# ---- z80_io_cycle_master ----
==> z80_io_cycle_master/placement.png <==
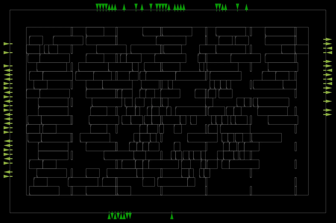
==> z80_io_cycle_master/io_fan.png <==
Bar = 20 µm.
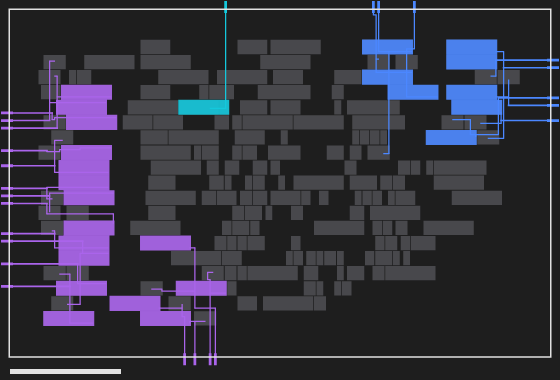
===== src/rtl/z80_io_cycle_master.sv =====
// Z80-style I/O cycle initiator: T1, T2, optional TWA, TW, T3.
// Drives IORQ/RD/WR, honours WAIT_n and aborts on a stuck wait.
module z80_io_cycle_master #(
  parameter int AUTO_WAIT = 1,
  parameter int MAX_WAIT  = 255
) (
  input  logic        i_reset,
  input  logic        i_clk,
  input  logic        i_req,
  input  logic        i_we,
  input  logic [15:0] i_addr,
  input  logic [7:0]  i_wdata,
  output logic        o_ready,
  output logic        o_done,
  output logic        o_err,
  output logic [7:0]  o_rdata,
  output logic [15:0] o_addr,
  output logic [7:0]  o_dout,
  output logic        o_dout_oe,
  output logic        o_iorq_n,
  output logic        o_rd_n,
  output logic        o_wr_n,
  input  logic        i_wait_n,
  input  logic [7:0]  i_din
);

  localparam logic [2:0] S_IDLE = 3'd0;
  localparam logic [2:0] S_T1   = 3'd1;
  localparam logic [2:0] S_T2   = 3'd2;
  localparam logic [2:0] S_TWA  = 3'd3;
  localparam logic [2:0] S_TW   = 3'd4;
  localparam logic [2:0] S_T3   = 3'd5;

  localparam logic [7:0] MAXW = 8'(MAX_WAIT);
  localparam bit TMO_EN = (MAX_WAIT != 0);
  localparam bit AW_EN  = (AUTO_WAIT != 0);

  logic [2:0]  state_q, state_d;
  logic        we_q, we_d;
  logic [7:0]  cnt_q, cnt_d;
  logic        terr_q, terr_d;
  logic        ready_q, ready_d;
  logic        done_q, done_d;
  logic        err_q, err_d;
  logic [7:0]  rdata_q, rdata_d;
  logic [15:0] addr_q, addr_d;
  logic [7:0]  dout_q, dout_d;
  logic        oe_q, oe_d;
  logic        iorq_q, iorq_d;
  logic        rd_q, rd_d;
  logic        wr_q, wr_d;
  logic [7:0]  cnt_inc;

  // Counter saturates so the no-timeout build never wraps.
  assign cnt_inc = (cnt_q == 8'hFF) ? 8'hFF : cnt_q + 8'd1;

  always_comb begin
    state_d = state_q;
    we_d    = we_q;
    cnt_d   = cnt_q;
    terr_d  = terr_q;
    done_d  = 1'b0;
    err_d   = 1'b0;
    rdata_d = rdata_q;
    addr_d  = addr_q;
    dout_d  = dout_q;
    oe_d    = oe_q;
    iorq_d  = iorq_q;
    rd_d    = rd_q;
    wr_d    = wr_q;
    unique case (1'b1)
      (state_q == S_IDLE): begin
        if (i_req) begin
          we_d   = i_we;
          addr_d = i_addr;
          if (i_we) begin
            dout_d = i_wdata;
            oe_d   = 1'b1;
          end
          state_d = S_T1;
        end
      end
      (state_q == S_T1): begin
        iorq_d  = 1'b0;
        rd_d    = we_q;
        wr_d    = ~we_q;
        state_d = S_T2;
      end
      (state_q == S_T2): begin
        cnt_d   = 8'd0;
        terr_d  = 1'b0;
        state_d = AW_EN ? S_TWA : S_TW;
      end
      (state_q == S_TWA): begin
        state_d = S_TW;
      end
      (state_q == S_TW): begin
        if (i_wait_n) begin
          if (!we_q) rdata_d = i_din;
          iorq_d  = 1'b1;
          rd_d    = 1'b1;
          wr_d    = 1'b1;
          terr_d  = 1'b0;
          state_d = S_T3;
        end else begin
          cnt_d = cnt_inc;
          if (TMO_EN && cnt_inc == MAXW) begin
            iorq_d  = 1'b1;
            rd_d    = 1'b1;
            wr_d    = 1'b1;
            terr_d  = 1'b1;
            state_d = S_T3;
          end
        end
      end
      (state_q == S_T3): begin
        oe_d    = 1'b0;
        done_d  = 1'b1;
        err_d   = terr_q;
        state_d = S_IDLE;
      end
      default: begin
        iorq_d  = 1'b1;
        rd_d    = 1'b1;
        wr_d    = 1'b1;
        oe_d    = 1'b0;
        state_d = S_IDLE;
      end
    endcase
    ready_d = (state_d == S_IDLE);
  end

  always_ff @(posedge i_clk or posedge i_reset) begin
    if (i_reset) begin
      state_q <= S_IDLE;
      we_q    <= 1'b0;
      cnt_q   <= 8'd0;
      terr_q  <= 1'b0;
      ready_q <= 1'b1;
      done_q  <= 1'b0;
      err_q   <= 1'b0;
      rdata_q <= 8'd0;
      addr_q  <= 16'd0;
      dout_q  <= 8'd0;
      oe_q    <= 1'b0;
      iorq_q  <= 1'b1;
      rd_q    <= 1'b1;
      wr_q    <= 1'b1;
    end else begin
      state_q <= state_d;
      we_q    <= we_d;
      cnt_q   <= cnt_d;
      terr_q  <= terr_d;
      ready_q <= ready_d;
      done_q  <= done_d;
      err_q   <= err_d;
      rdata_q <= rdata_d;
      addr_q  <= addr_d;
      dout_q  <= dout_d;
      oe_q    <= oe_d;
      iorq_q  <= iorq_d;
      rd_q    <= rd_d;
      wr_q    <= wr_d;
    end
  end

  assign o_ready   = ready_q;
  assign o_done    = done_q;
  assign o_err     = err_q;
  assign o_rdata   = rdata_q;
  assign o_addr    = addr_q;
  assign o_dout    = dout_q;
  assign o_dout_oe = oe_q;
  assign o_iorq_n  = iorq_q;
  assign o_rd_n    = rd_q;
  assign o_wr_n    = wr_q;

endmodule


===== config.mk =====
export PLATFORM = sky130hd
export DESIGN_NAME = z80_io_cycle_master
export DESIGN_NICKNAME = d
export VERILOG_FILES = /design/src/rtl/z80_io_cycle_master.sv
export SDC_FILE = /design/constraint.sdc
export NUM_CORES = 1
export LEC_CHECK = 0
export CORE_ASPECT_RATIO = 0.6
export CORE_MARGIN = 5
export CORE_UTILIZATION = 50
export DETAILED_ROUTE_END_ITERATION = 10
export DONT_BUFFER_PORTS = 1
export HOLD_SLACK_MARGIN = 0.03
export SLEW_MARGIN = 25
export SYNTH_ARGS = -nofsm -noshare
export SYNTH_HDL_FRONTEND = slang
export SYNTH_SLANG_ARGS = --single-unit

===== constraint.sdc =====
create_clock -name i_clk -period 2.1 [get_ports i_clk]
set_input_delay 0.21 -clock i_clk [delete_from_list [all_inputs] [get_ports i_clk]]
set_output_delay 0.21 -clock i_clk [all_outputs]
set_load 0.05 [all_outputs]

==> flow_metrics.env <==
# flow metrics
export IMPL_synth_top_flop_cell="dfrtp_1"
export IMPL_gp_congestion=0.734
export IMPL_avgSynthCellArea_um2=12.9
export IMPL_dpl_cell_count=238
export IMPL_warnings=26
export IMPL_fin_area_mm2=0.00245
export IMPL_finalNonFillerCells=247
export IMPL_drv_cap=0
export IMPL_grt_pass1_vias=1438
export IMPL_post_drt_wl_per_cell_um=17.8
export IMPL_rr_startpoint="state_q[1]"
export IMPL_outcome="completed"
export IMPL_ys_ff=52
export IMPL_syn_num_nets=215
export IMPL_met2_usage_pct=22.8
export IMPL_diodes=0
export IMPL_routed_via_density=5.37
export IMPL_yosys_top_cells_area="dfrtp_1 (52%), mux2_2 (12%), mux2_4 (5.2%)"
export IMPL_fin_skew_ns=0.00738
export IMPL_met3_length_um=424
export IMPL_routed_wl_um=4390
export IMPL_ys_cells=177
export IMPL_hold_depth=1
export IMPL_insertion_delay_ns=0.30
export IMPL_wl_met1_um=1940
export IMPL_nonClkBufAreaFrac_pct=1.94
export IMPL_yosys_cell_types_count=41
export IMPL_path_cells="or2_1 > nor3b_2 > buf_4 > nand2_8 > mux2_4"
export IMPL_drc=0
export IMPL_cts_hold_buf=1
export IMPL_hp_class="in -> reg"
export IMPL_initCoreUtil_pct=51.0
export IMPL_yosys_area_top_type="dfrtp_1"
Notes on z80_io_cycle_master/placement.png above:
Fillers: 366
Tap Count: 63
Seq cells: 52
core area: 0.00449 mm²

Notes on z80_io_cycle_master/io_fan.png above:
legend:
  purple:
    port: o_addr
    direction: output
    edge: 12 left, 4 bottom
    end_cells: 16
    buffers: 0
    wire: 354 µm
  blue:
    port: o_rdata
    direction: output
    edge: 5 right, 3 top
    end_cells: 8
    buffers: 0
    wire: 170 µm
  cyan:
    port: i_we
    direction: input
    edge: top
    end_cells: 2
    buffers: 0
    wire: 20.3 µm
number of I/O pins: 76
IO Port Bufs: 0

==> kinds of logic (layout without fill, tap and decap cells) <==
| logic type | after synthesis | count (layout) | synth area share [%] |
|---|---|---|---|
| buffers and inverters | 14 | 21 | 3.66 |
| DFF | 52 | 52 | 57.0 |
| AOI/OAI and AO/OA | 38 | 38 | 10.2 |
| muxes | 33 | 33 | 17.5 |
| and+or+nand+nor | 36 | 36 | 9.94 |
| xor gates and xnor gates | 2 | 2 | 0.765 |
| adders and majority gates | 2 | 2 | 0.983 |

# ---- spi_slave_sysclk ----
==> config.mk <==
export PLATFORM = sky130hd
export DESIGN_NAME = spi_slave_sysclk
export DESIGN_NICKNAME = d
export VERILOG_FILES = /design/src/rtl/spi_slave_sysclk.sv
export SDC_FILE = /design/constraint.sdc
export NUM_CORES = 2
export LEC_CHECK = 0
export CAP_MARGIN = 20
export CORE_ASPECT_RATIO = 0.5
export CORE_MARGIN = 10
export CORE_UTILIZATION = 35
export CTS_BUF_LIST = sky130_fd_sc_hd__clkbuf_8 sky130_fd_sc_hd__clkbuf_16
export DETAILED_ROUTE_END_ITERATION = 10
export MAX_ROUTING_LAYER = met4
export PLACE_DENSITY_LB_ADDON = 0.12
export SLEW_MARGIN = 0
export SYNTH_ARGS = -nofsm -noshare
export SYNTH_HDL_FRONTEND = slang
export SYNTH_SLANG_ARGS = --single-unit
==> constraint.sdc <==
create_clock -name clk -period 4.15 [get_ports clk]
set_input_delay 0.6225 -clock clk [delete_from_list [all_inputs] [get_ports clk]]
set_output_delay 0.6225 -clock clk [all_outputs]
set_load 0.005 [all_outputs]
==> src/rtl/spi_slave_sysclk.sv <==
// -----------------------------------------------------------------------------
// spi_slave_sysclk
// SPI mode-0 responder running entirely on the system clock. sclk, cs_n and
// mosi are oversampled through a synchronizer chain. {rw, addr, data} frames
// (LSB first) are decoded into a local register file. Read data is returned
// on miso, LSB first, during the sclk cycles that follow the command frame.
//
// Optional feature: define SPI_SLV_FRAME_ERR_EN to add the frame_err pulse and
// the saturating err_cnt counter for frames aborted by an early cs_n rise.
// -----------------------------------------------------------------------------
module spi_slave_sysclk #(
    parameter int                    DATA_WIDTH  = 8,
    parameter int                    SYNC_STAGES = 2,
    parameter logic [DATA_WIDTH-1:0] RESET_VAL   = '0
) (
    input  logic                  clk,
    input  logic                  rst,
    input  logic                  sclk,
    input  logic                  cs_n,
    input  logic                  mosi,
    output logic                  miso,
    input  logic [DATA_WIDTH-2:0] reg_addr,
    output logic [DATA_WIDTH-1:0] reg_rdata,
`ifdef SPI_SLV_FRAME_ERR_EN
    output logic                  frame_err,
    output logic [7:0]            err_cnt,
`endif
    output logic                  wr_pulse,
    output logic                  rd_pulse
);

    localparam int AW    = DATA_WIDTH - 1;           // address width
    localparam int FW    = 2 * DATA_WIDTH;           // frame width
    localparam int DEPTH = 2 ** AW;                  // register file depth
    localparam int CW    = $clog2(FW + 1);           // frame bit counter width
    localparam int RCW   = $clog2(DATA_WIDTH + 1);   // response fall counter width

    localparam logic [CW-1:0]  LAST_BIT  = CW'(FW - 1);
    localparam logic [RCW-1:0] RESP_DONE = RCW'(DATA_WIDTH);

    typedef enum logic [2:0] {
        ST_IDLE,
        ST_CMD,
        ST_WRITE,
        ST_RESP,
        ST_DONE
    } state_t;

    // -------------------------------------------------------------------------
    // Input synchronizers. Bit 0 = sclk, bit 1 = cs_n, bit 2 = mosi.
    // All stages reset to 0 so that a cs_n held low across reset does not
    // produce a false falling edge; a cs_n that is high after reset shows up
    // as a rising edge, which IDLE ignores.
    // -------------------------------------------------------------------------
    logic [2:0] sync_reg [SYNC_STAGES];

    // Shift the three SPI inputs through the synchronizer chain
    always_ff @(posedge clk) begin
        if (rst) begin
            for (int i = 0; i < SYNC_STAGES; i++) begin
                sync_reg[i] <= '0;
            end
        end else begin
            sync_reg[0] <= {mosi, cs_n, sclk};
            for (int i = 1; i < SYNC_STAGES; i++) begin
                sync_reg[i] <= sync_reg[i-1];
            end
        end
    end

    // Edges are taken between the last two stages: stage S-2 is the newer
    // sample, stage S-1 the older one.
    logic sclk_new, sclk_old, cs_new, cs_old, mosi_s;
    logic sclk_rise, sclk_fall, cs_rise, cs_fall;

    assign sclk_new  = sync_reg[SYNC_STAGES-2][0];
    assign sclk_old  = sync_reg[SYNC_STAGES-1][0];
    assign cs_new    = sync_reg[SYNC_STAGES-2][1];
    assign cs_old    = sync_reg[SYNC_STAGES-1][1];
    // mosi taken from the same stage as the new sclk sample so the data bit
    // and its clock edge are aligned.
    assign mosi_s    = sync_reg[SYNC_STAGES-2][2];

    assign sclk_rise = sclk_new & ~sclk_old;
    assign sclk_fall = ~sclk_new & sclk_old;
    assign cs_rise   = cs_new & ~cs_old;
    assign cs_fall   = ~cs_new & cs_old;

    // -------------------------------------------------------------------------
    // FSM and datapath registers
    // -------------------------------------------------------------------------
    state_t                state_reg,    state_next;
    logic [FW-1:0]         shift_reg,    shift_next;
    logic [CW-1:0]         bit_cnt_reg,  bit_cnt_next;
    logic [DATA_WIDTH-1:0] tx_reg,       tx_next;
    logic [RCW-1:0]        resp_cnt_reg, resp_cnt_next;
    logic                  rd_pulse_reg, rd_pulse_next;

    // Frame as it will look once the current mosi bit is shifted in; on the
    // last bit this is the complete command, used to choose WRITE vs RESP and
    // to fetch read data without an extra cycle.
    logic [FW-1:0]         frame_shifted;
    logic [AW-1:0]         cmd_addr;
    logic [DATA_WIDTH-1:0] cmd_rdata;

    // Register file and write port
    logic [DATA_WIDTH-1:0] regfile [DEPTH];
    logic                  wr_en;
    logic [AW-1:0]         wr_addr;
    logic [DATA_WIDTH-1:0] wr_data;
    logic [DEPTH-1:0]      wr_sel;

    assign frame_shifted = {mosi_s, shift_reg[FW-1:1]};
    assign cmd_addr      = frame_shifted[FW-2:DATA_WIDTH];
    assign cmd_rdata     = regfile[cmd_addr];

    // WRITE lasts exactly one cycle and the shift register then holds the
    // complete frame.
    assign wr_en   = (state_reg == ST_WRITE);
    assign wr_addr = shift_reg[FW-2:DATA_WIDTH];
    assign wr_data = shift_reg[DATA_WIDTH-1:0];

    // State and datapath register update
    always_ff @(posedge clk) begin
        if (rst) begin
            state_reg    <= ST_IDLE;
            shift_reg    <= '0;
            bit_cnt_reg  <= '0;
            tx_reg       <= '0;
            resp_cnt_reg <= '0;
            rd_pulse_reg <= 1'b0;
        end else begin
            state_reg    <= state_next;
            shift_reg    <= shift_next;
            bit_cnt_reg  <= bit_cnt_next;
            tx_reg       <= tx_next;
            resp_cnt_reg <= resp_cnt_next;
            rd_pulse_reg <= rd_pulse_next;
        end
    end

    // Next-state and datapath decode
    always_comb begin
        state_next    = state_reg;
        shift_next    = shift_reg;
        bit_cnt_next  = bit_cnt_reg;
        tx_next       = tx_reg;
        resp_cnt_next = resp_cnt_reg;
        rd_pulse_next = 1'b0;

        case (state_reg)
            ST_IDLE: begin
                if (cs_fall) begin
                    state_next   = ST_CMD;
                    shift_next   = '0;
                    bit_cnt_next = '0;
                end
            end

            ST_CMD: begin
                if (cs_rise) begin
                    // Partial frame: dropped without touching the register file
                    state_next = ST_IDLE;
                end else if (sclk_rise) begin
                    shift_next   = frame_shifted;
                    bit_cnt_next = bit_cnt_reg + 1'b1;
                    if (bit_cnt_reg == LAST_BIT) begin
                        if (mosi_s) begin
                            state_next = ST_WRITE;
                        end else begin
                            state_next    = ST_RESP;
                            tx_next       = cmd_rdata;
                            resp_cnt_next = '0;
                            rd_pulse_next = 1'b1;
                        end
                    end
                end
            end

            ST_WRITE: begin
                // A cs_n rise landing in this single cycle must not be missed
                state_next = cs_rise ? ST_IDLE : ST_DONE;
            end

            ST_RESP: begin
                if (cs_rise) begin
                    state_next = ST_IDLE;
                end else if (sclk_fall) begin
                    // The first fall closes the command's last bit and keeps
                    // bit 0 on miso; each later fall presents the next bit.
                    // The fall after the last response bit ends the response.
                    if (resp_cnt_reg == RESP_DONE) begin
                        state_next = ST_DONE;
                    end else begin
                        if (resp_cnt_reg != '0) begin
                            tx_next = tx_reg >> 1;
                        end
                        resp_cnt_next = resp_cnt_reg + 1'b1;
                    end
                end
            end

            ST_DONE: begin
                if (cs_rise) begin
                    state_next = ST_IDLE;
                end
            end

            default: begin
                state_next = ST_IDLE;
            end
        endcase
    end

    // One-hot write select per register entry
    generate
        for (genvar gi = 0; gi < DEPTH; gi++) begin : g_wr_sel
            assign wr_sel[gi] = wr_en && (wr_addr == AW'(gi));
        end
    endgenerate

    // Register file: full reset to RESET_VAL, single SPI write port
    always_ff @(posedge clk) begin
        if (rst) begin
            for (int i = 0; i < DEPTH; i++) begin
                regfile[i] <= RESET_VAL;
            end
        end else begin
            for (int i = 0; i < DEPTH; i++) begin
                if (wr_sel[i]) begin
                    regfile[i] <= wr_data;
                end
            end
        end
    end

    // Local read port is combinational; a write in the same cycle is seen
    // only on the following cycle.
    assign reg_rdata = regfile[reg_addr];

    // miso only carries data while a response is in progress
    assign miso     = (state_reg == ST_RESP) & tx_reg[0];
    assign wr_pulse = wr_en;
    assign rd_pulse = rd_pulse_reg;

`ifdef SPI_SLV_FRAME_ERR_EN
    logic       abort;
    logic       frame_err_reg;
    logic [7:0] err_cnt_reg;

    assign abort = cs_rise && ((state_reg == ST_CMD) || (state_reg == ST_RESP));

    // Abort pulse and saturating abort counter
    always_ff @(posedge clk) begin
        if (rst) begin
            frame_err_reg <= 1'b0;
            err_cnt_reg   <= '0;
        end else begin
            frame_err_reg <= abort;
            if (abort && (err_cnt_reg != 8'hFF)) begin
                err_cnt_reg <= err_cnt_reg + 8'd1;
            end
        end
    end

    assign frame_err = frame_err_reg;
    assign err_cnt   = err_cnt_reg;
`endif

endmodule

==> spi_slave_sysclk/placement_by_type.png <==
Fill, decap, tap and diode cells in gray.
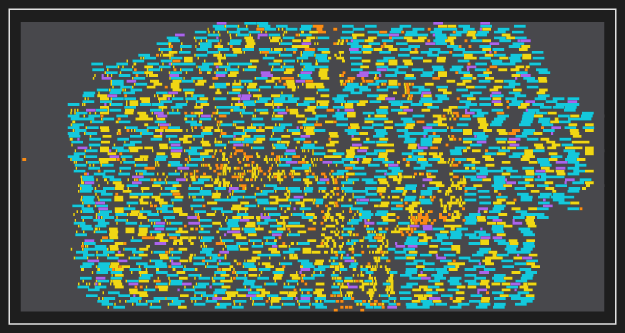
legend:
  cyan:
    class: flops
    cells: 1073
    share_of_their_area: 55%
  yellow:
    class: combinational and other logic
    cells: 1837
    share_of_their_area: 34%
  purple:
    class: clock drivers and dummy loads
    cells: 196
    share_of_their_area: 6.0%
  orange:
    class: other buffers and delay cells
    cells: 320
    share_of_their_area: 5.2%

==> spi_slave_sysclk/wires.png <==
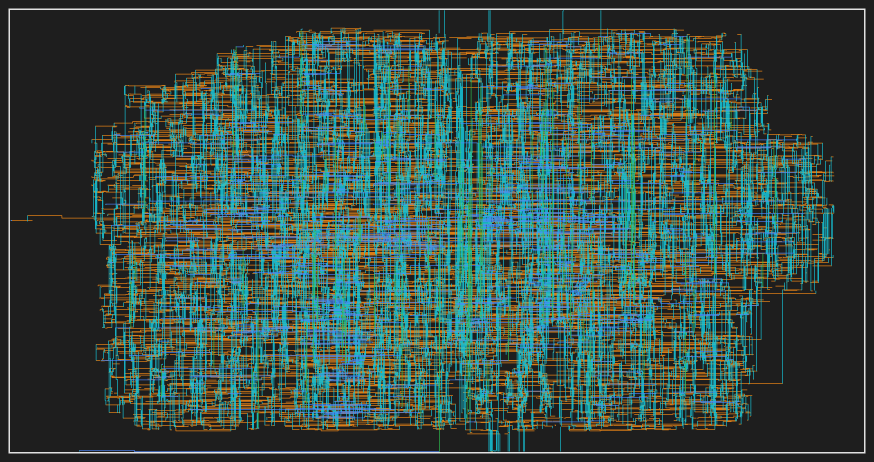
legend:
  cyan:
    layer: metal 2
    wire_length: 84.2 mm
  green:
    layer: metal 4
    wire_length: 4510 µm
  blue:
    layer: metal 3
    wire_length: 15200 µm
  orange:
    layer: metal 1
    wire_length: 84.5 mm

==> flow_metrics.env <==
# flow metrics
export IMPL_outcome="completed"
export IMPL_xor_share_pct=0
export IMPL_warnings=28
export IMPL_n_tap_cell=1989
export IMPL_path_cells="buf_16 > buf_12 > mux4_2 > mux4_2 > mux4_2 > o21a_1 > dlygate4sd2_1"
export IMPL_power_leakage_nw=19.4
export IMPL_num_fill_cells=13382
export IMPL_fin_skew_ns=0.0161
export IMPL_yosys_cell_types_count=56
export IMPL_ff_count=1073
export IMPL_slowest_delay_ns=0.61
export IMPL_nets=3354
export IMPL_core_mm2=0.149
export IMPL_ys_top_cells_by_count="edfxtp_1 (1024), mux4_2 (598), nor2_1 (569), nand2_1 (179), clkbuf_1 (140)"
export IMPL_mux_area_share_pct=27.1
export IMPL_pg_seq_w=0.0124
export IMPL_fp_dieArea_mm2=0.167
export IMPL_rows=100
export IMPL_numClockSinks=1073
export IMPL_nonClkBufAreaFrac_pct=4.98
export IMPL_syn_to_final_growth_pct=14.9
export IMPL_synth_warning_count=0
export IMPL_hpwlAfterDp_um=134000
export IMPL_met3_length_um=15200
export IMPL_final_setup_tns_ns=0
export IMPL_p_clk_w=0.00987
export IMPL_top_cell="edfxtp_1"
export IMPL_min_period_ns=4.02
export IMPL_synthCells=3177
export IMPL_use_met3_pct=3.71
export IMPL_cts_buffer_depth=3
export IMPL_power_total_w=0.0242
export IMPL_fin_crit_sh_pct=96.9
## final timing paths
| path | from | endpoint | slack, ns | cells past startpoint |
|---|---|---|---|---|
| worst max-delay path | reg_addr[0] | reg_rdata[0] | 0.13 | 7 |
| worst min-delay path | cs_n | sync_reg[0][1] | 0.45 | 2 |
| worst max register to register | flop | tx_reg[7] | 0.15 | 6 |
| worst min register to register | shift_reg[15] | shift_reg[15] | 0.47 | 2 |

# ---- fetch_ctrl_flat ----
==> fetch_ctrl_flat/sizes.png <==
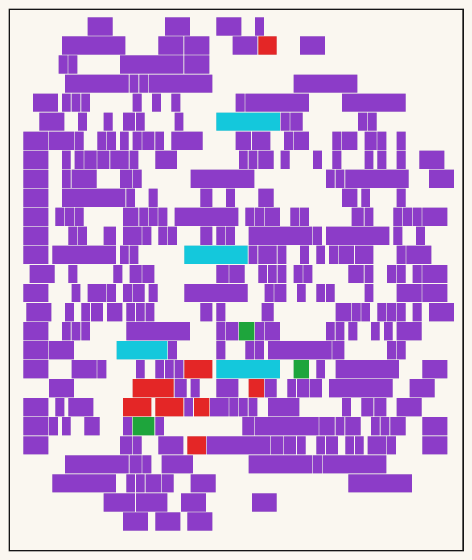
`src/rtl/fetch_pkg.sv`:
```
// Shared types and defaults for the instruction-fetch sequencer.
// Imported by the fetch interface and the fetch controller.
package fetch_pkg;

    localparam int         FETCH_ADDR_W  = 8;
    localparam int         OP_W          = 5;
    localparam logic [4:0] FETCH_HALT_OP = 5'b11111;

    typedef enum logic [1:0] {
        IDLE,
        REQ,
        ISSUE,
        HALT
    } fetch_state_e;

endpackage

```
`src/rtl/fetch_ctrl_if.sv`:
```
// Memory-side and decode-side signals of the fetch sequencer.
// master = fetch_ctrl, slave = inst_mem plus decode.
interface fetch_ctrl_if
    import fetch_pkg::*;
#(
    parameter int ADDR_W = FETCH_ADDR_W
);
    logic [ADDR_W-1:0] mem_addr;
    logic              mem_rd;
    logic [OP_W-1:0]   mem_opcode;
    logic              inst_valid;
    logic              inst_ready;
    logic [ADDR_W-1:0] issue_pc;
    logic              redirect;
    logic [ADDR_W-1:0] redirect_pc;

    modport master (
        output mem_addr,
        output mem_rd,
        output inst_valid,
        output issue_pc,
        input  mem_opcode,
        input  inst_ready,
        input  redirect,
        input  redirect_pc
    );

    modport slave (
        input  mem_addr,
        input  mem_rd,
        input  inst_valid,
        input  issue_pc,
        output mem_opcode,
        output inst_ready,
        output redirect,
        output redirect_pc
    );

endinterface

```
`src/rtl/fetch_ctrl.sv`:
```
// Instruction-fetch sequencer: owns the PC, reads inst_mem and
// hands each instruction to decode over a valid/ready handshake.
module fetch_ctrl
    import fetch_pkg::*;
#(
    parameter int              ADDR_W   = FETCH_ADDR_W,
    parameter logic [ADDR_W-1:0] RESET_PC = '0,
    parameter logic [OP_W-1:0] HALT_OP  = FETCH_HALT_OP,
    parameter int              CNT_W    = 16
) (
    input  logic             clk,
    input  logic             Reset,
    input  logic             start,
    fetch_ctrl_if.master     bus,
    output logic             halted,
    output logic             busy,
    output logic [CNT_W-1:0] issued_cnt
);

    localparam logic [ADDR_W-1:0] PC_ONE  = 1;
    localparam logic [CNT_W-1:0]  CNT_ONE = 1;

    fetch_state_e      state;
    fetch_state_e      state_d;
    logic [ADDR_W-1:0] pc;
    logic [ADDR_W-1:0] pc_d;
    logic [CNT_W-1:0]  cnt_d;
    logic              accept;

    always_ff @(posedge clk or posedge Reset) begin
        if (Reset) begin
            state      <= IDLE;
            pc         <= RESET_PC;
            issued_cnt <= '0;
        end else begin
            state      <= state_d;
            pc         <= pc_d;
            issued_cnt <= cnt_d;
        end
    end

    // A redirect in ISSUE discards the held instruction.
    assign accept = bus.inst_valid & bus.inst_ready
                  & ~bus.redirect;

    always_comb begin
        state_d = state;
        pc_d    = pc;
        cnt_d   = issued_cnt;
        unique case (state)
            IDLE, HALT: begin
                if (start) begin
                    state_d = REQ;
                    pc_d    = RESET_PC;
                    cnt_d   = '0;
                end
            end
            REQ: begin
                if (bus.redirect) begin
                    pc_d = bus.redirect_pc;
                end else begin
                    state_d = ISSUE;
                end
            end
            ISSUE: begin
                if (bus.redirect) begin
                    pc_d    = bus.redirect_pc;
                    state_d = REQ;
                end else if (accept) begin
                    cnt_d = issued_cnt + CNT_ONE;
                    if (bus.mem_opcode == HALT_OP) begin
                        state_d = HALT;
                    end else begin
                        pc_d    = pc + PC_ONE;
                        state_d = REQ;
                    end
                end
            end
            default: state_d = IDLE;
        endcase
    end

    assign bus.mem_addr   = pc;
    assign bus.issue_pc   = pc;
    assign bus.mem_rd     = (state == REQ);
    assign bus.inst_valid = (state == ISSUE);
    assign halted         = (state == HALT);
    assign busy           = (state == REQ)
                          | (state == ISSUE);

endmodule

```
`src/flat_wrapper.sv`:
```
// flat-port wrapper written by rule: the top's interface ports become plain ports
module fetch_ctrl_flat import fetch_pkg::*;
#(
    parameter int              ADDR_W   = FETCH_ADDR_W,
    parameter logic [ADDR_W-1:0] RESET_PC = '0,
    parameter logic [OP_W-1:0] HALT_OP  = FETCH_HALT_OP,
    parameter int              CNT_W    = 16
)
  (clk, Reset, start, halted, busy, issued_cnt, bus_mem_addr, bus_mem_rd, bus_inst_valid, bus_issue_pc, bus_mem_opcode, bus_inst_ready, bus_redirect, bus_redirect_pc);
  fetch_ctrl_if #(.ADDR_W(ADDR_W)) bus_i ();
  input  logic clk;
  input  logic Reset;
  input  logic start;
  output logic halted;
  output logic busy;
  output logic [CNT_W-1:0] issued_cnt;
  output wire logic [$bits(bus_i.mem_addr)-1:0] bus_mem_addr;
  output wire logic [$bits(bus_i.mem_rd)-1:0] bus_mem_rd;
  output wire logic [$bits(bus_i.inst_valid)-1:0] bus_inst_valid;
  output wire logic [$bits(bus_i.issue_pc)-1:0] bus_issue_pc;
  input wire logic [$bits(bus_i.mem_opcode)-1:0] bus_mem_opcode;
  input wire logic [$bits(bus_i.inst_ready)-1:0] bus_inst_ready;
  input wire logic [$bits(bus_i.redirect)-1:0] bus_redirect;
  input wire logic [$bits(bus_i.redirect_pc)-1:0] bus_redirect_pc;
  assign bus_mem_addr = bus_i.mem_addr;
  assign bus_mem_rd = bus_i.mem_rd;
  assign bus_inst_valid = bus_i.inst_valid;
  assign bus_issue_pc = bus_i.issue_pc;
  assign bus_i.mem_opcode = bus_mem_opcode;
  assign bus_i.inst_ready = bus_inst_ready;
  assign bus_i.redirect = bus_redirect;
  assign bus_i.redirect_pc = bus_redirect_pc;
  fetch_ctrl #(.ADDR_W(ADDR_W), .RESET_PC(RESET_PC), .HALT_OP(HALT_OP), .CNT_W(CNT_W)) u_core (.clk(clk), .Reset(Reset), .start(start), .bus(bus_i), .halted(halted), .busy(busy), .issued_cnt(issued_cnt));
endmodule
```
`config.mk`:
```
export PLATFORM = sky130hd
export DESIGN_NAME = fetch_ctrl_flat
export DESIGN_NICKNAME = d
export VERILOG_FILES = /design/src/rtl/fetch_pkg.sv /design/src/rtl/fetch_ctrl_if.sv /design/src/rtl/fetch_ctrl.sv /design/src/flat_wrapper.sv
export SDC_FILE = /design/constraint.sdc
export NUM_CORES = 1
export LEC_CHECK = 0
export ABC_AREA = 1
export CORE_ASPECT_RATIO = 1.2
export CORE_MARGIN = 1
export CORE_UTILIZATION = 40
export CTS_BUF_LIST = sky130_fd_sc_hd__clkbuf_16
export CTS_CLUSTER_DIAMETER = 30
export DETAILED_ROUTE_END_ITERATION = 16
export MAX_ROUTING_LAYER = met4
export PLACE_DENSITY = 0.69
export SYNTH_ARGS = -nofsm -noshare
export SYNTH_HDL_FRONTEND = slang
export SYNTH_SLANG_ARGS = --single-unit
```
`constraint.sdc`:
```
create_clock -name clk -period 3.1 [get_ports clk]
set_clock_uncertainty 0.15 [all_clocks]
set_input_delay 0.775 -clock clk [delete_from_list [all_inputs] [get_ports clk]]
set_output_delay 0.775 -clock clk [all_outputs]
set_load 0.03 [all_outputs]
```
==> flow_metrics.env <==
# flow metrics
export IMPL_outcome="completed"
export IMPL_syn_area_mm2=0.00188
export IMPL_crit_slowest_cell="clkdlybuf4s50_1"
export IMPL_cts_tree="done"
export IMPL_rsz0062_at_grt="no"
export IMPL_relSlewSlack_pct=73.2
export IMPL_wl_met1_um=1990
export IMPL_p_clk_w=0.000290
export IMPL_xor_share_pct=0.465
export IMPL_ys_cells=276
export IMPL_dominant_cells="logic gates"
export IMPL_initCoreUtil_pct=41.3
export IMPL_die_y_um=77.2
export IMPL_port_buffer_count=53
export IMPL_nonClkBufAreaFrac_pct=22.0
export IMPL_hold_start="u_core.bus.issue_pc[7]"
export IMPL_drive_above_1_share_pct=4.66
About fetch_ctrl_flat/sizes.png:
legend:
  purple:
    size: _0 and _1 cells
    cells: 307
    share: 95%
    most_used: nand2_1
  cyan:
    size: _6 and larger
    cells: 4
    share: 1.2%
    most_used: clkbuf_16
  red:
    size: _3 and _4 cells
    cells: 8
    share: 2.5%
  green:
    size: _2 cells
    cells: 3
    share: 0.93%
    most_used: or2_2
Syn-to-layout area delta: 31.6%
buffers outside the clock class: 55
final worst slack: 0.287 ns

worst min-delay path, stage by stage (launching register included):
cell and delay [ns]:
dfrtp_1 0.41, nand2_1 0.07, nand2_1 0.06
stage by stage:
step	power (W)	worst slack, ns	hold slack (ns)	instance area (µm²)	cells
3_3_place_gp	0.00163	0.561	0.380	2400	376
2_1_floorplan	0.00134	1.14	0.405	1880	276
6_report	0.00191	0.287	0.412	2480	380
4_1_cts	0.00193	0.274	0.409	2480	380
3_5_place_dp	0.00163	0.517	0.390	2400	376
5_1_grt	0.00204	0.205	0.463	2480	380

# ---- int_ctrl ----
**src/rtl/int_ctrl.sv**
```systemverilog
// -----------------------------------------------------------------------------
// int_ctrl
// Interrupt front end that sits directly upstream of the CP0 coprocessor.
// Each external request line passes through a synchronizer. A rising edge on
// a line latches a pending bit. When the enable allows it, the block picks the
// lowest-index pending line and sequences interrupt entry: EPC write, cause
// write and clearing of the global enable. On eret it sequences the return by
// setting the enable again.
//
// Ports:
//   clk            system clock, rising edge
//   rst            synchronous active-high reset
//   irq_i          asynchronous external requests (rising edge = event)
//   int_en_i       CP0 Enable bit 0 (global interrupt enable)
//   stall_i        pipeline cannot take a redirect this cycle
//   eret_i         one-cycle pulse, return-from-exception retiring
//   int_req_o      redirect/flush strobe to the pipeline
//   write_epc_o    CP0 WriteEPC strobe
//   write_cause_o  CP0 WriteCause strobe
//   cause_o        cause code, 5'h10 | winning index
//   write_int_o    CP0 WriteInt strobe
//   int_en_o       value written to Enable bit 0 with write_int_o
//   pending_o      current pending bits
// -----------------------------------------------------------------------------
module int_ctrl #(
    parameter int N_IRQ = 8
) (
    input  logic             clk,
    input  logic             rst,
    input  logic [N_IRQ-1:0] irq_i,
    input  logic             int_en_i,
    input  logic             stall_i,
    input  logic             eret_i,
    output logic             int_req_o,
    output logic             write_epc_o,
    output logic             write_cause_o,
    output logic [4:0]       cause_o,
    output logic             write_int_o,
    output logic             int_en_o,
    output logic [N_IRQ-1:0] pending_o
);

    typedef enum logic [1:0] {
        ST_IDLE   = 2'd0,
        ST_ENTRY  = 2'd1,
        ST_WAIT   = 2'd2,
        ST_RETURN = 2'd3
    } state_t;

    state_t           state_r;
    state_t           next_state_s;
    logic [N_IRQ-1:0] s1_r;
    logic [N_IRQ-1:0] s2_r;
    logic [N_IRQ-1:0] s3_r;
    logic [N_IRQ-1:0] rise_s;
    logic [N_IRQ-1:0] pending_r;
    logic [N_IRQ-1:0] clr_mask_s;
    logic [3:0]       win_idx_r;
    logic [4:0]       cause_r;
    logic             take_entry_s;

    // Lowest set bit wins; scanning downward leaves the smallest index.
    function automatic logic [3:0] lowest_idx(input logic [N_IRQ-1:0] vec);
        logic [3:0] idx;
        idx = 4'd0;
        for (int i = N_IRQ - 1; i >= 0; i--) begin
            if (vec[i]) begin
                idx = 4'(i);
            end else begin
                idx = idx;
            end
        end
        return idx;
    endfunction

    // One-hot mask for a 4-bit line index.
    function automatic logic [N_IRQ-1:0] idx_mask(input logic [3:0] idx);
        logic [N_IRQ-1:0] m;
        m = '0;
        for (int i = 0; i < N_IRQ; i++) begin
            if (4'(i) == idx) begin
                m[i] = 1'b1;
            end else begin
                m[i] = 1'b0;
            end
        end
        return m;
    endfunction

    // s1/s2 resolve metastability; s3 gives the previous level for edge detection.
    always_ff @(posedge clk) begin
        if (rst) begin
            s1_r <= '0;
            s2_r <= '0;
            s3_r <= '0;
        end else begin
            s1_r <= irq_i;
            s2_r <= s1_r;
            s3_r <= s2_r;
        end
    end

    assign rise_s       = s2_r & ~s3_r;
    assign clr_mask_s   = (state_r == ST_ENTRY) ? idx_mask(win_idx_r) : '0;
    assign take_entry_s = (state_r == ST_IDLE) && (next_state_s == ST_ENTRY);

    // Pending latch: the set term is ORed in after the clear, so a new edge on
    // the line being serviced survives the ENTRY cycle.
    always_ff @(posedge clk) begin
        if (rst) begin
            pending_r <= '0;
        end else begin
            pending_r <= (pending_r & ~clr_mask_s) | rise_s;
        end
    end

    // Winner index and cause code are captured on the way into ENTRY and held.
    always_ff @(posedge clk) begin
        if (rst) begin
            win_idx_r <= 4'd0;
            cause_r   <= 5'h00;
        end else if (take_entry_s) begin
            win_idx_r <= lowest_idx(pending_r);
            cause_r   <= {1'b1, lowest_idx(pending_r)};
        end else begin
            win_idx_r <= win_idx_r;
            cause_r   <= cause_r;
        end
    end

    // State register.
    always_ff @(posedge clk) begin
        if (rst) begin
            state_r <= ST_IDLE;
        end else begin
            state_r <= next_state_s;
        end
    end

    // Next-state logic; eret takes priority over a new interrupt in IDLE.
    always_comb begin
        next_state_s = state_r;
        case (state_r)
            ST_IDLE: begin
                if (eret_i) begin
                    next_state_s = ST_RETURN;
                end else if ((pending_r != '0) && int_en_i && !stall_i) begin
                    next_state_s = ST_ENTRY;
                end else begin
                    next_state_s = ST_IDLE;
                end
            end
            ST_ENTRY:  next_state_s = ST_WAIT;
            ST_WAIT: begin
                if (eret_i) begin
                    next_state_s = ST_RETURN;
                end else begin
                    next_state_s = ST_WAIT;
                end
            end
            ST_RETURN: next_state_s = ST_IDLE;
            default:   next_state_s = ST_IDLE;
        endcase
    end

    // Moore output decode from the state register.
    always_comb begin
        int_req_o     = 1'b0;
        write_epc_o   = 1'b0;
        write_cause_o = 1'b0;
        write_int_o   = 1'b0;
        int_en_o      = 1'b0;
        case (state_r)
            ST_ENTRY: begin
                int_req_o     = 1'b1;
                write_epc_o   = 1'b1;
                write_cause_o = 1'b1;
                write_int_o   = 1'b1;
                int_en_o      = 1'b0;
            end
            ST_RETURN: begin
                write_int_o = 1'b1;
                int_en_o    = 1'b1;
            end
            default: begin
                int_req_o = 1'b0;
            end
        endcase
    end

    assign cause_o   = cause_r;
    assign pending_o = pending_r;

endmodule

```
**config.mk**
```make
export PLATFORM = sky130hd
export DESIGN_NAME = int_ctrl
export DESIGN_NICKNAME = d
export VERILOG_FILES = /design/src/rtl/int_ctrl.sv
export SDC_FILE = /design/constraint.sdc
export NUM_CORES = 1
export LEC_CHECK = 0
export CAP_MARGIN = 20
export CORE_AREA = 3 3 63 65
export CTS_BUF_LIST = sky130_fd_sc_hd__clkbuf_8
export DETAILED_ROUTE_END_ITERATION = 6
export DIE_AREA = 0 0 66 68
export GPL_TIMING_DRIVEN = 0
export PLACE_DENSITY = 0.64
export SLEW_MARGIN = 10
export SYNTH_ARGS = -nofsm -noshare
export SYNTH_HDL_FRONTEND = slang
export SYNTH_SLANG_ARGS = --single-unit
```
**constraint.sdc**
```tcl
create_clock -name clk -period 1.9 [get_ports clk]
set_input_delay 0.285 -clock clk [delete_from_list [all_inputs] [get_ports clk]]
set_output_delay 0.285 -clock clk [all_outputs]
set_load 0.005 [all_outputs]
```
==> int_ctrl/sizes.png <==
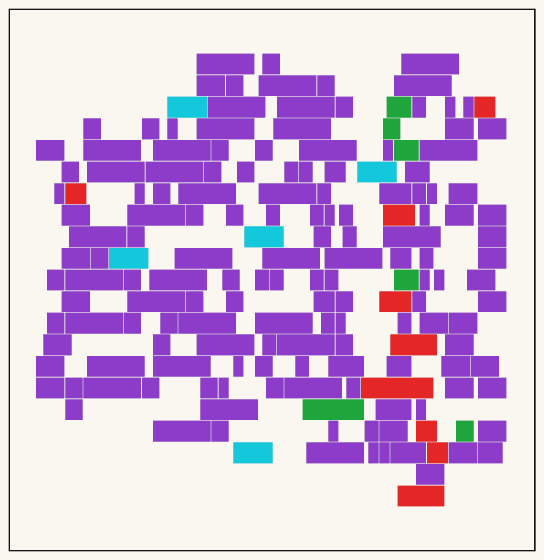
legend:
  red:
    size: _3 and _4 cells
    cells: 9
    share: 5.3%
    most_used: buf_4
  purple:
    size: _0 and _1 cells
    cells: 149
    share: 88%
    most_used: dfxtp_1
  green:
    size: _2 cells
    cells: 6
    share: 3.6%
    most_used: a21oi_2
  cyan:
    size: _6 and larger
    cells: 5
    share: 3.0%
    most_used: clkbuf_8
buffers outside the clock class: 35
final worst slack: 0.126 ns

==> int_ctrl/wires.png <==
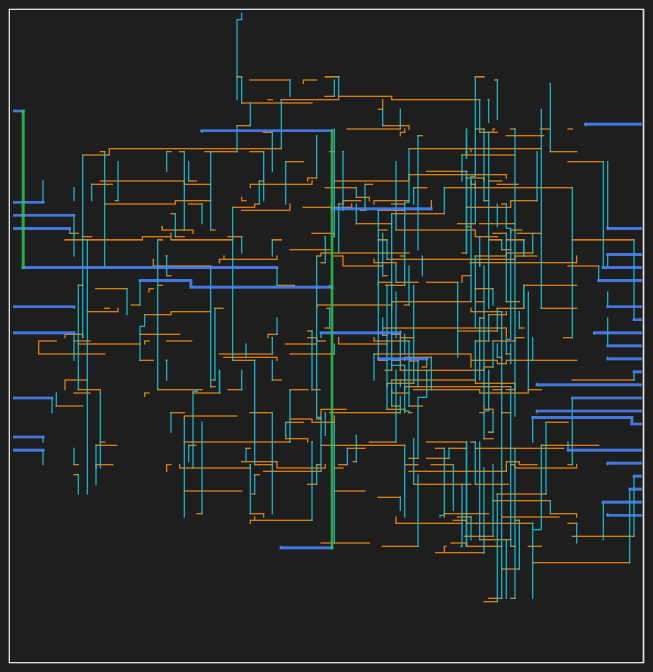
legend:
  orange:
    layer: metal 1
    wire_length: 958 µm
  cyan:
    layer: metal 2
    wire_length: 1130 µm
  blue:
    layer: metal 3
    wire_length: 226 µm
  green:
    layer: metal 4
    wire_length: 59.8 µm
drt wl/cell: 11.0 µm
WL final: 2370 µm
GRT Overall Usage: 12.7%
Vias: 992

==> int_ctrl/io_fan.png <==
Bar = 20 µm.
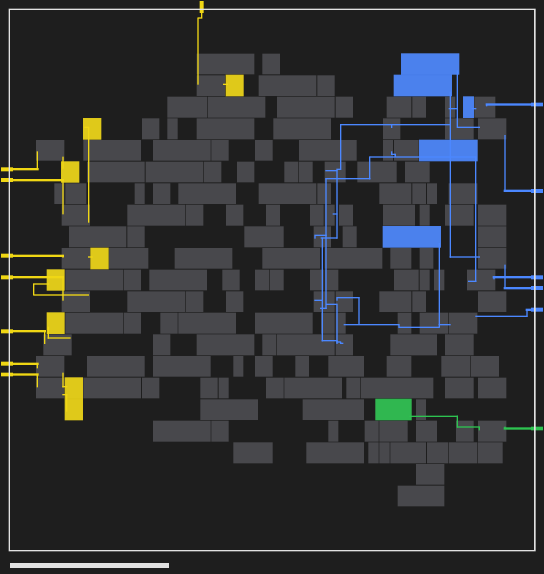
legend:
  blue:
    port: cause_o
    direction: output
    edge: right
    end_cells: 5
    buffers: 5
    wire: 216 µm
  yellow:
    port: irq_i
    direction: input
    edge: 7 left, 1 top
    end_cells: 8
    buffers: 8
    wire: 87.6 µm
  green:
    port: int_en_o
    direction: output
    edge: right
    end_cells: 1
    buffers: 1
    wire: 14.1 µm

==> flow_metrics.env <==
# flow metrics
export IMPL_routed_top_layer="met4"
export IMPL_power_density_mw_per_mm2=850
export IMPL_crit_family="buffers and inverters"
export IMPL_fin_skew_ns=0.00506
export IMPL_max_freq_ghz=0.564
export IMPL_r2r_end="win_idx_r[1]"
export IMPL_crit_path_end_kind="primary output"
export IMPL_met2_usage_pct=21.9
export IMPL_numCtsBuffers=5
export IMPL_routed_via_density=4.61
export IMPL_cp_depth=4
export IMPL_syn_area_mm2=0.00138
export IMPL_crit_start="state_r[1]"
export IMPL_final_setup_tns_ns=0
export IMPL_grt_pass1_wl_um=4130
export IMPL_layout_top_cells="dfxtp_1 (37), clkdlybuf4s50_1 (27), nor2b_1 (24)"
export IMPL_routed_wl_met2_um=1130
export IMPL_seq_share_pct=42.2
export IMPL_warnings=29
export IMPL_hold_start="rst"
export IMPL_netSwitchingFraction_pct=22.3
export IMPL_dominant_cells="flip-flops and latches"
export IMPL_fin_area_mm2=0.00181
export IMPL_yosys_cell_types_count=25
export IMPL_switchingPower_w=0.000342
export IMPL_synthSimpleGateAreaFrac_pct=22.1
export IMPL_overflow=0
export IMPL_nonClkBufAreaFrac_pct=17.7
export IMPL_mux_area_share_pct=0.725
export IMPL_outcome="completed"
export IMPL_cts_hold_buf=0
export IMPL_critPathArrivalTime_ns=1.49
export IMPL_ant_nets=0
export IMPL_ff_count=38
export IMPL_grt_busiest_layer="met2"
export IMPL_fa_ha_area_share_pct=3.63
export IMPL_die_x_um=66
export IMPL_syn_to_final_growth_pct=30.9
[cells in the mapped netlist]
library cell / n
o31ai_1: 2
o21ai_4: 1
a21oi_2: 2
conb_1: 1
nor2_1: 4
a211o_1: 1
inv_1: 5
nand2_1: 3
a211oi_1: 1
o2111ai_1: 1
dfxtp_1: 38
buf_4: 4
nor2b_1: 24
mux2i_1: 1
clkbuf_1: 3
o21ai_0: 9
or4_4: 2
nand2b_1: 11
and4bb_4: 1
and2b_2: 1
or2_2: 1
ha_1: 4
a21oi_1: 12
a2111o_1: 1
nand2_2: 1

# ---- all_gates ----
==> all_gates/placement.png <==
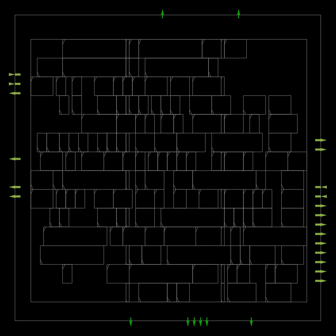
==> all_gates/wires.png <==
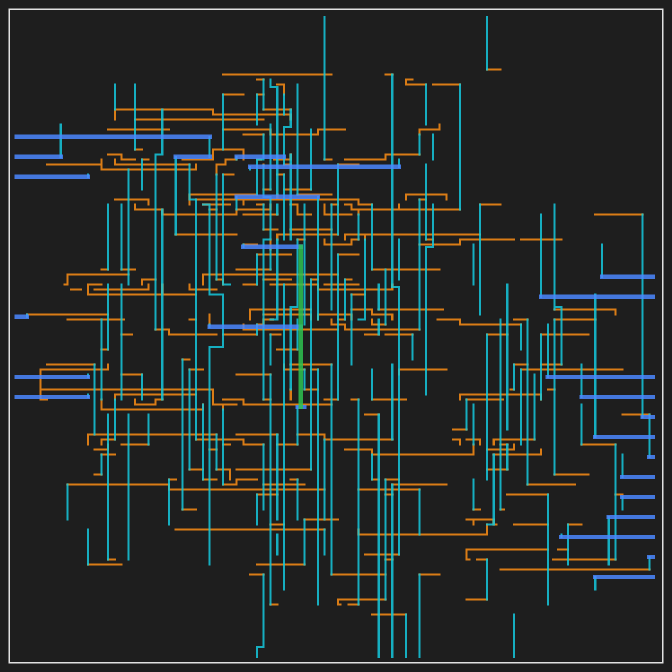
==> all_gates/io_fan.png <==
Bar = 10 µm.
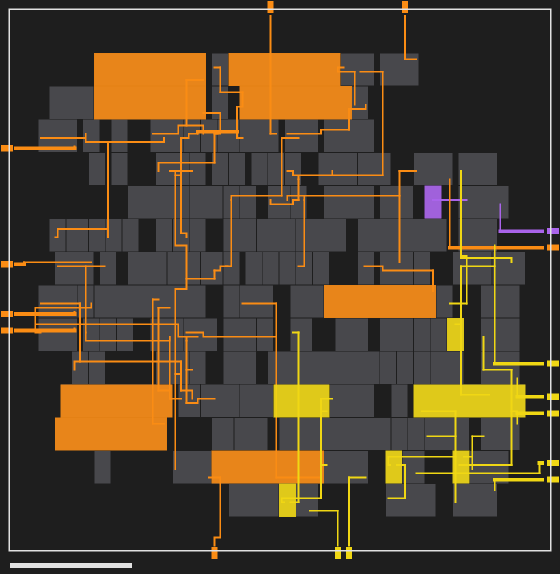
==> config.mk <==
export PLATFORM = sky130hd
export DESIGN_NAME = all_gates
export DESIGN_NICKNAME = d
export VERILOG_FILES = /design/src/rtl/all_gates_pkg.sv /design/src/rtl/all_gates_logic.sv /design/src/rtl/all_gates.sv
export SDC_FILE = /design/constraint.sdc
export NUM_CORES = 1
export LEC_CHECK = 0
export ABC_AREA = 1
export CAP_MARGIN = 20
export CORE_MARGIN = 2
export CORE_UTILIZATION = 42
export DETAILED_ROUTE_END_ITERATION = 16
export GPL_TIMING_DRIVEN = 1
export PLACE_DENSITY = 0.83
export SLEW_MARGIN = 25
export SYNTH_ARGS = -nofsm -noshare
export SYNTH_HDL_FRONTEND = slang
export SYNTH_SLANG_ARGS = --single-unit
export TNS_END_PERCENT = 10
==> constraint.sdc <==
create_clock -name clk -period 1.5 [get_ports clk]
set_input_delay 0.3 -clock clk [delete_from_list [all_inputs] [get_ports clk]]
set_output_delay 0.3 -clock clk [all_outputs]
set_load 0.01 [all_outputs]
==> src/rtl/all_gates_pkg.sv <==
// rtl/all_gates_pkg.sv - gate vector bit positions and type for all_gates
package all_gates_pkg;

  localparam int GATE_AND  = 0;
  localparam int GATE_OR   = 1;
  localparam int GATE_NOT  = 2;
  localparam int GATE_NAND = 3;
  localparam int GATE_NOR  = 4;
  localparam int GATE_XOR  = 5;
  localparam int GATE_XNOR = 6;
  localparam int GATE_NUM  = 7;

  typedef logic [GATE_NUM-1:0] gate_vec_t;

endpackage

==> src/rtl/all_gates_logic.sv <==
// rtl/all_gates_logic.sv - combinational evaluation of the seven basic gates
module all_gates_logic
  import all_gates_pkg::*;
(
  input  logic      a,
  input  logic      b,
  output gate_vec_t gates
);

  // Plain operators so X/Z on the operands reaches the outputs unmasked.
  always_comb begin
    gates            = '0;
    gates[GATE_AND]  = a & b;
    gates[GATE_OR]   = a | b;
    gates[GATE_NOT]  = ~a;
    gates[GATE_NAND] = ~(a & b);
    gates[GATE_NOR]  = ~(a | b);
    gates[GATE_XOR]  = a ^ b;
    gates[GATE_XNOR] = ~(a ^ b);
  end

endmodule

==> src/rtl/all_gates.sv <==
// rtl/all_gates.sv - gate library top with change monitor; ALL_GATES_REG_OUT_EN registers outputs
module all_gates
  import all_gates_pkg::*;
#(
  parameter int CNT_W = 8
) (
  input  logic             clk,
  input  logic             rst_n,
  input  logic             a,
  input  logic             b,
  output logic             and_out,
  output logic             or_out,
  output logic             not_out,
  output logic             nand_out,
  output logic             nor_out,
  output logic             xor_out,
  output logic             xnor_out,
  output gate_vec_t        gates_vec,
  output logic [CNT_W-1:0] change_cnt,
  output logic             cnt_sat
);

  gate_vec_t  comb_vec;
  logic [1:0] ab_q;

  all_gates_logic u_logic (
    .a     (a),
    .b     (b),
    .gates (comb_vec)
  );

`ifdef ALL_GATES_REG_OUT_EN
  gate_vec_t vec_q;

  always_ff @(posedge clk or negedge rst_n) begin
    if (!rst_n) begin
      vec_q <= '0;
    end else begin
      vec_q <= comb_vec;
    end
  end

  assign gates_vec = vec_q;
`else
  assign gates_vec = comb_vec;
`endif

  assign and_out  = gates_vec[GATE_AND];
  assign or_out   = gates_vec[GATE_OR];
  assign not_out  = gates_vec[GATE_NOT];
  assign nand_out = gates_vec[GATE_NAND];
  assign nor_out  = gates_vec[GATE_NOR];
  assign xor_out  = gates_vec[GATE_XOR];
  assign xnor_out = gates_vec[GATE_XNOR];

  assign cnt_sat = &change_cnt;

  // Counter holds at all-ones rather than wrapping.
  always_ff @(posedge clk or negedge rst_n) begin
    if (!rst_n) begin
      ab_q       <= 2'b00;
      change_cnt <= '0;
    end else begin
      ab_q <= {a, b};
      if (({a, b} != ab_q) && !cnt_sat) begin
        change_cnt <= change_cnt + CNT_W'(1);
      end
    end
  end

endmodule

==> flow_metrics.env <==
# flow metrics
export IMPL_comb_area_share_pct=32.2
export IMPL_setup_viol=0
export IMPL_clkTransAtPathRegs_ns=0.07
export IMPL_worstPathMaxFanout=2
export IMPL_top_register="change_cnt"
export IMPL_dpl_cell_count=142
export IMPL_grt_pass1_vias=649
export IMPL_drive_above_1_share_pct=29.4
export IMPL_relSlewSlack_pct=70.0
export IMPL_clock_buffers=4
export IMPL_insertion_delay_ns=0.26
export IMPL_cts_buffer_depth=2
export IMPL_regArea_um2=250
export IMPL_cts_hold_buf=0
export IMPL_ys_area_um2=683
export IMPL_path_cells="ha_4 > nand2_4 > nor2_4 > nand2_4 > inv_2 > buf_6"
export IMPL_routed_via_density=4.59
export IMPL_synthCells=93
export IMPL_yosys_area_top_type="dfrtp_1"
export IMPL_drtIter0Drc=13
export IMPL_top_regs="change_cnt: 8 flops, ab_q: 2 flops"
export IMPL_synth_top_flop_cell="dfrtp_1"
export IMPL_layout_cells_most_common="nand2_1"
export IMPL_max_freq_ghz=0.672
export IMPL_crit_path_end_kind="primary output"
export IMPL_grt_max_degree=11
export IMPL_outcome="completed"
export IMPL_grt_total_usage_pct=17.4
About all_gates/placement.png:
core area: 0.00152 mm²
Fillers: 122
Core Util, Final: 71.8%
Finished Layout Cells: 152
flop share of the area: 22.9%

About all_gates/wires.png:
legend:
  blue:
    layer: metal 3
    wire_length: 108 µm
  cyan:
    layer: metal 2
    wire_length: 834 µm
  orange:
    layer: metal 1
    wire_length: 611 µm
  green:
    layer: metal 4
    wire_length: 10.9 µm
drt wl/cell: 10.3 µm
WL final: 1560 µm

About all_gates/io_fan.png:
legend:
  orange:
    port: change_cnt
    direction: output
    edge: 4 left, 2 top, 1 right, 1 bottom
    end_cells: 8
    buffers: 16
    wire: 369 µm
  yellow:
    port: gates_vec
    direction: output
    edge: 5 right, 2 bottom
    end_cells: 6
    buffers: 8
    wire: 156 µm
  purple:
    port: cnt_sat
    direction: output
    edge: right
    end_cells: 1
    buffers: 1
    wire: 8.40 µm
IO Port Bufs: 26
number of I/O pins: 27

==> where the power goes <==
part	internal [W]	switching, W	total, W
clock	0.000147	0.0000959	0.000243
combinational	0.000406	0.000393	0.000799
sequential	0.000352	0.0000522	0.000404
total	0.000905	0.000541	0.00145
==> per-layer routing <==
layer	share of wire (%)	vias up	track usage, %
met4	0.64	0	8.48
met3	6.9	3	3.67
li1	-	354	-
met1	39	310	18.2
met5	0	-	0
met2	53	30	32.6
==> timing repair <==
item | 4_1_cts | 5_1_grt
pin swaps | 5 | 5
endpoints found under the setup margin | 23 | 3
gates resized | 49 | 2
buffers inserted | 3 | 3


==> gallery <==
Placed cells, one color a class.
Fill, decap, tap and diode cells in gray.
panel A
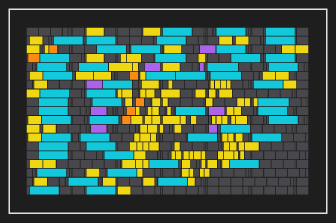
panel B
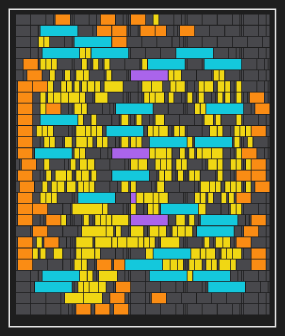
panel C
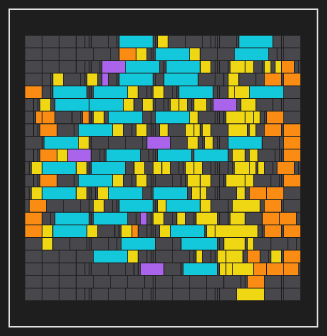
panel D
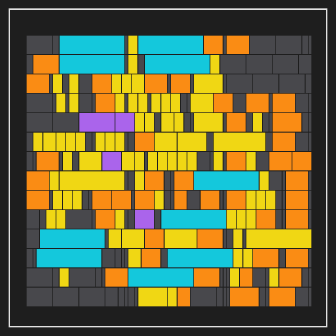
| picture | from |
|---|---|
| panel A | z80_io_cycle_master |
| panel C | int_ctrl |
| panel B | fetch_ctrl_flat |
| panel D | all_gates |
The one with the highest utilization is panel D.
The one with the fewest cells is panel D.

No activity file was given, so power comes from the tool's default toggle rates.
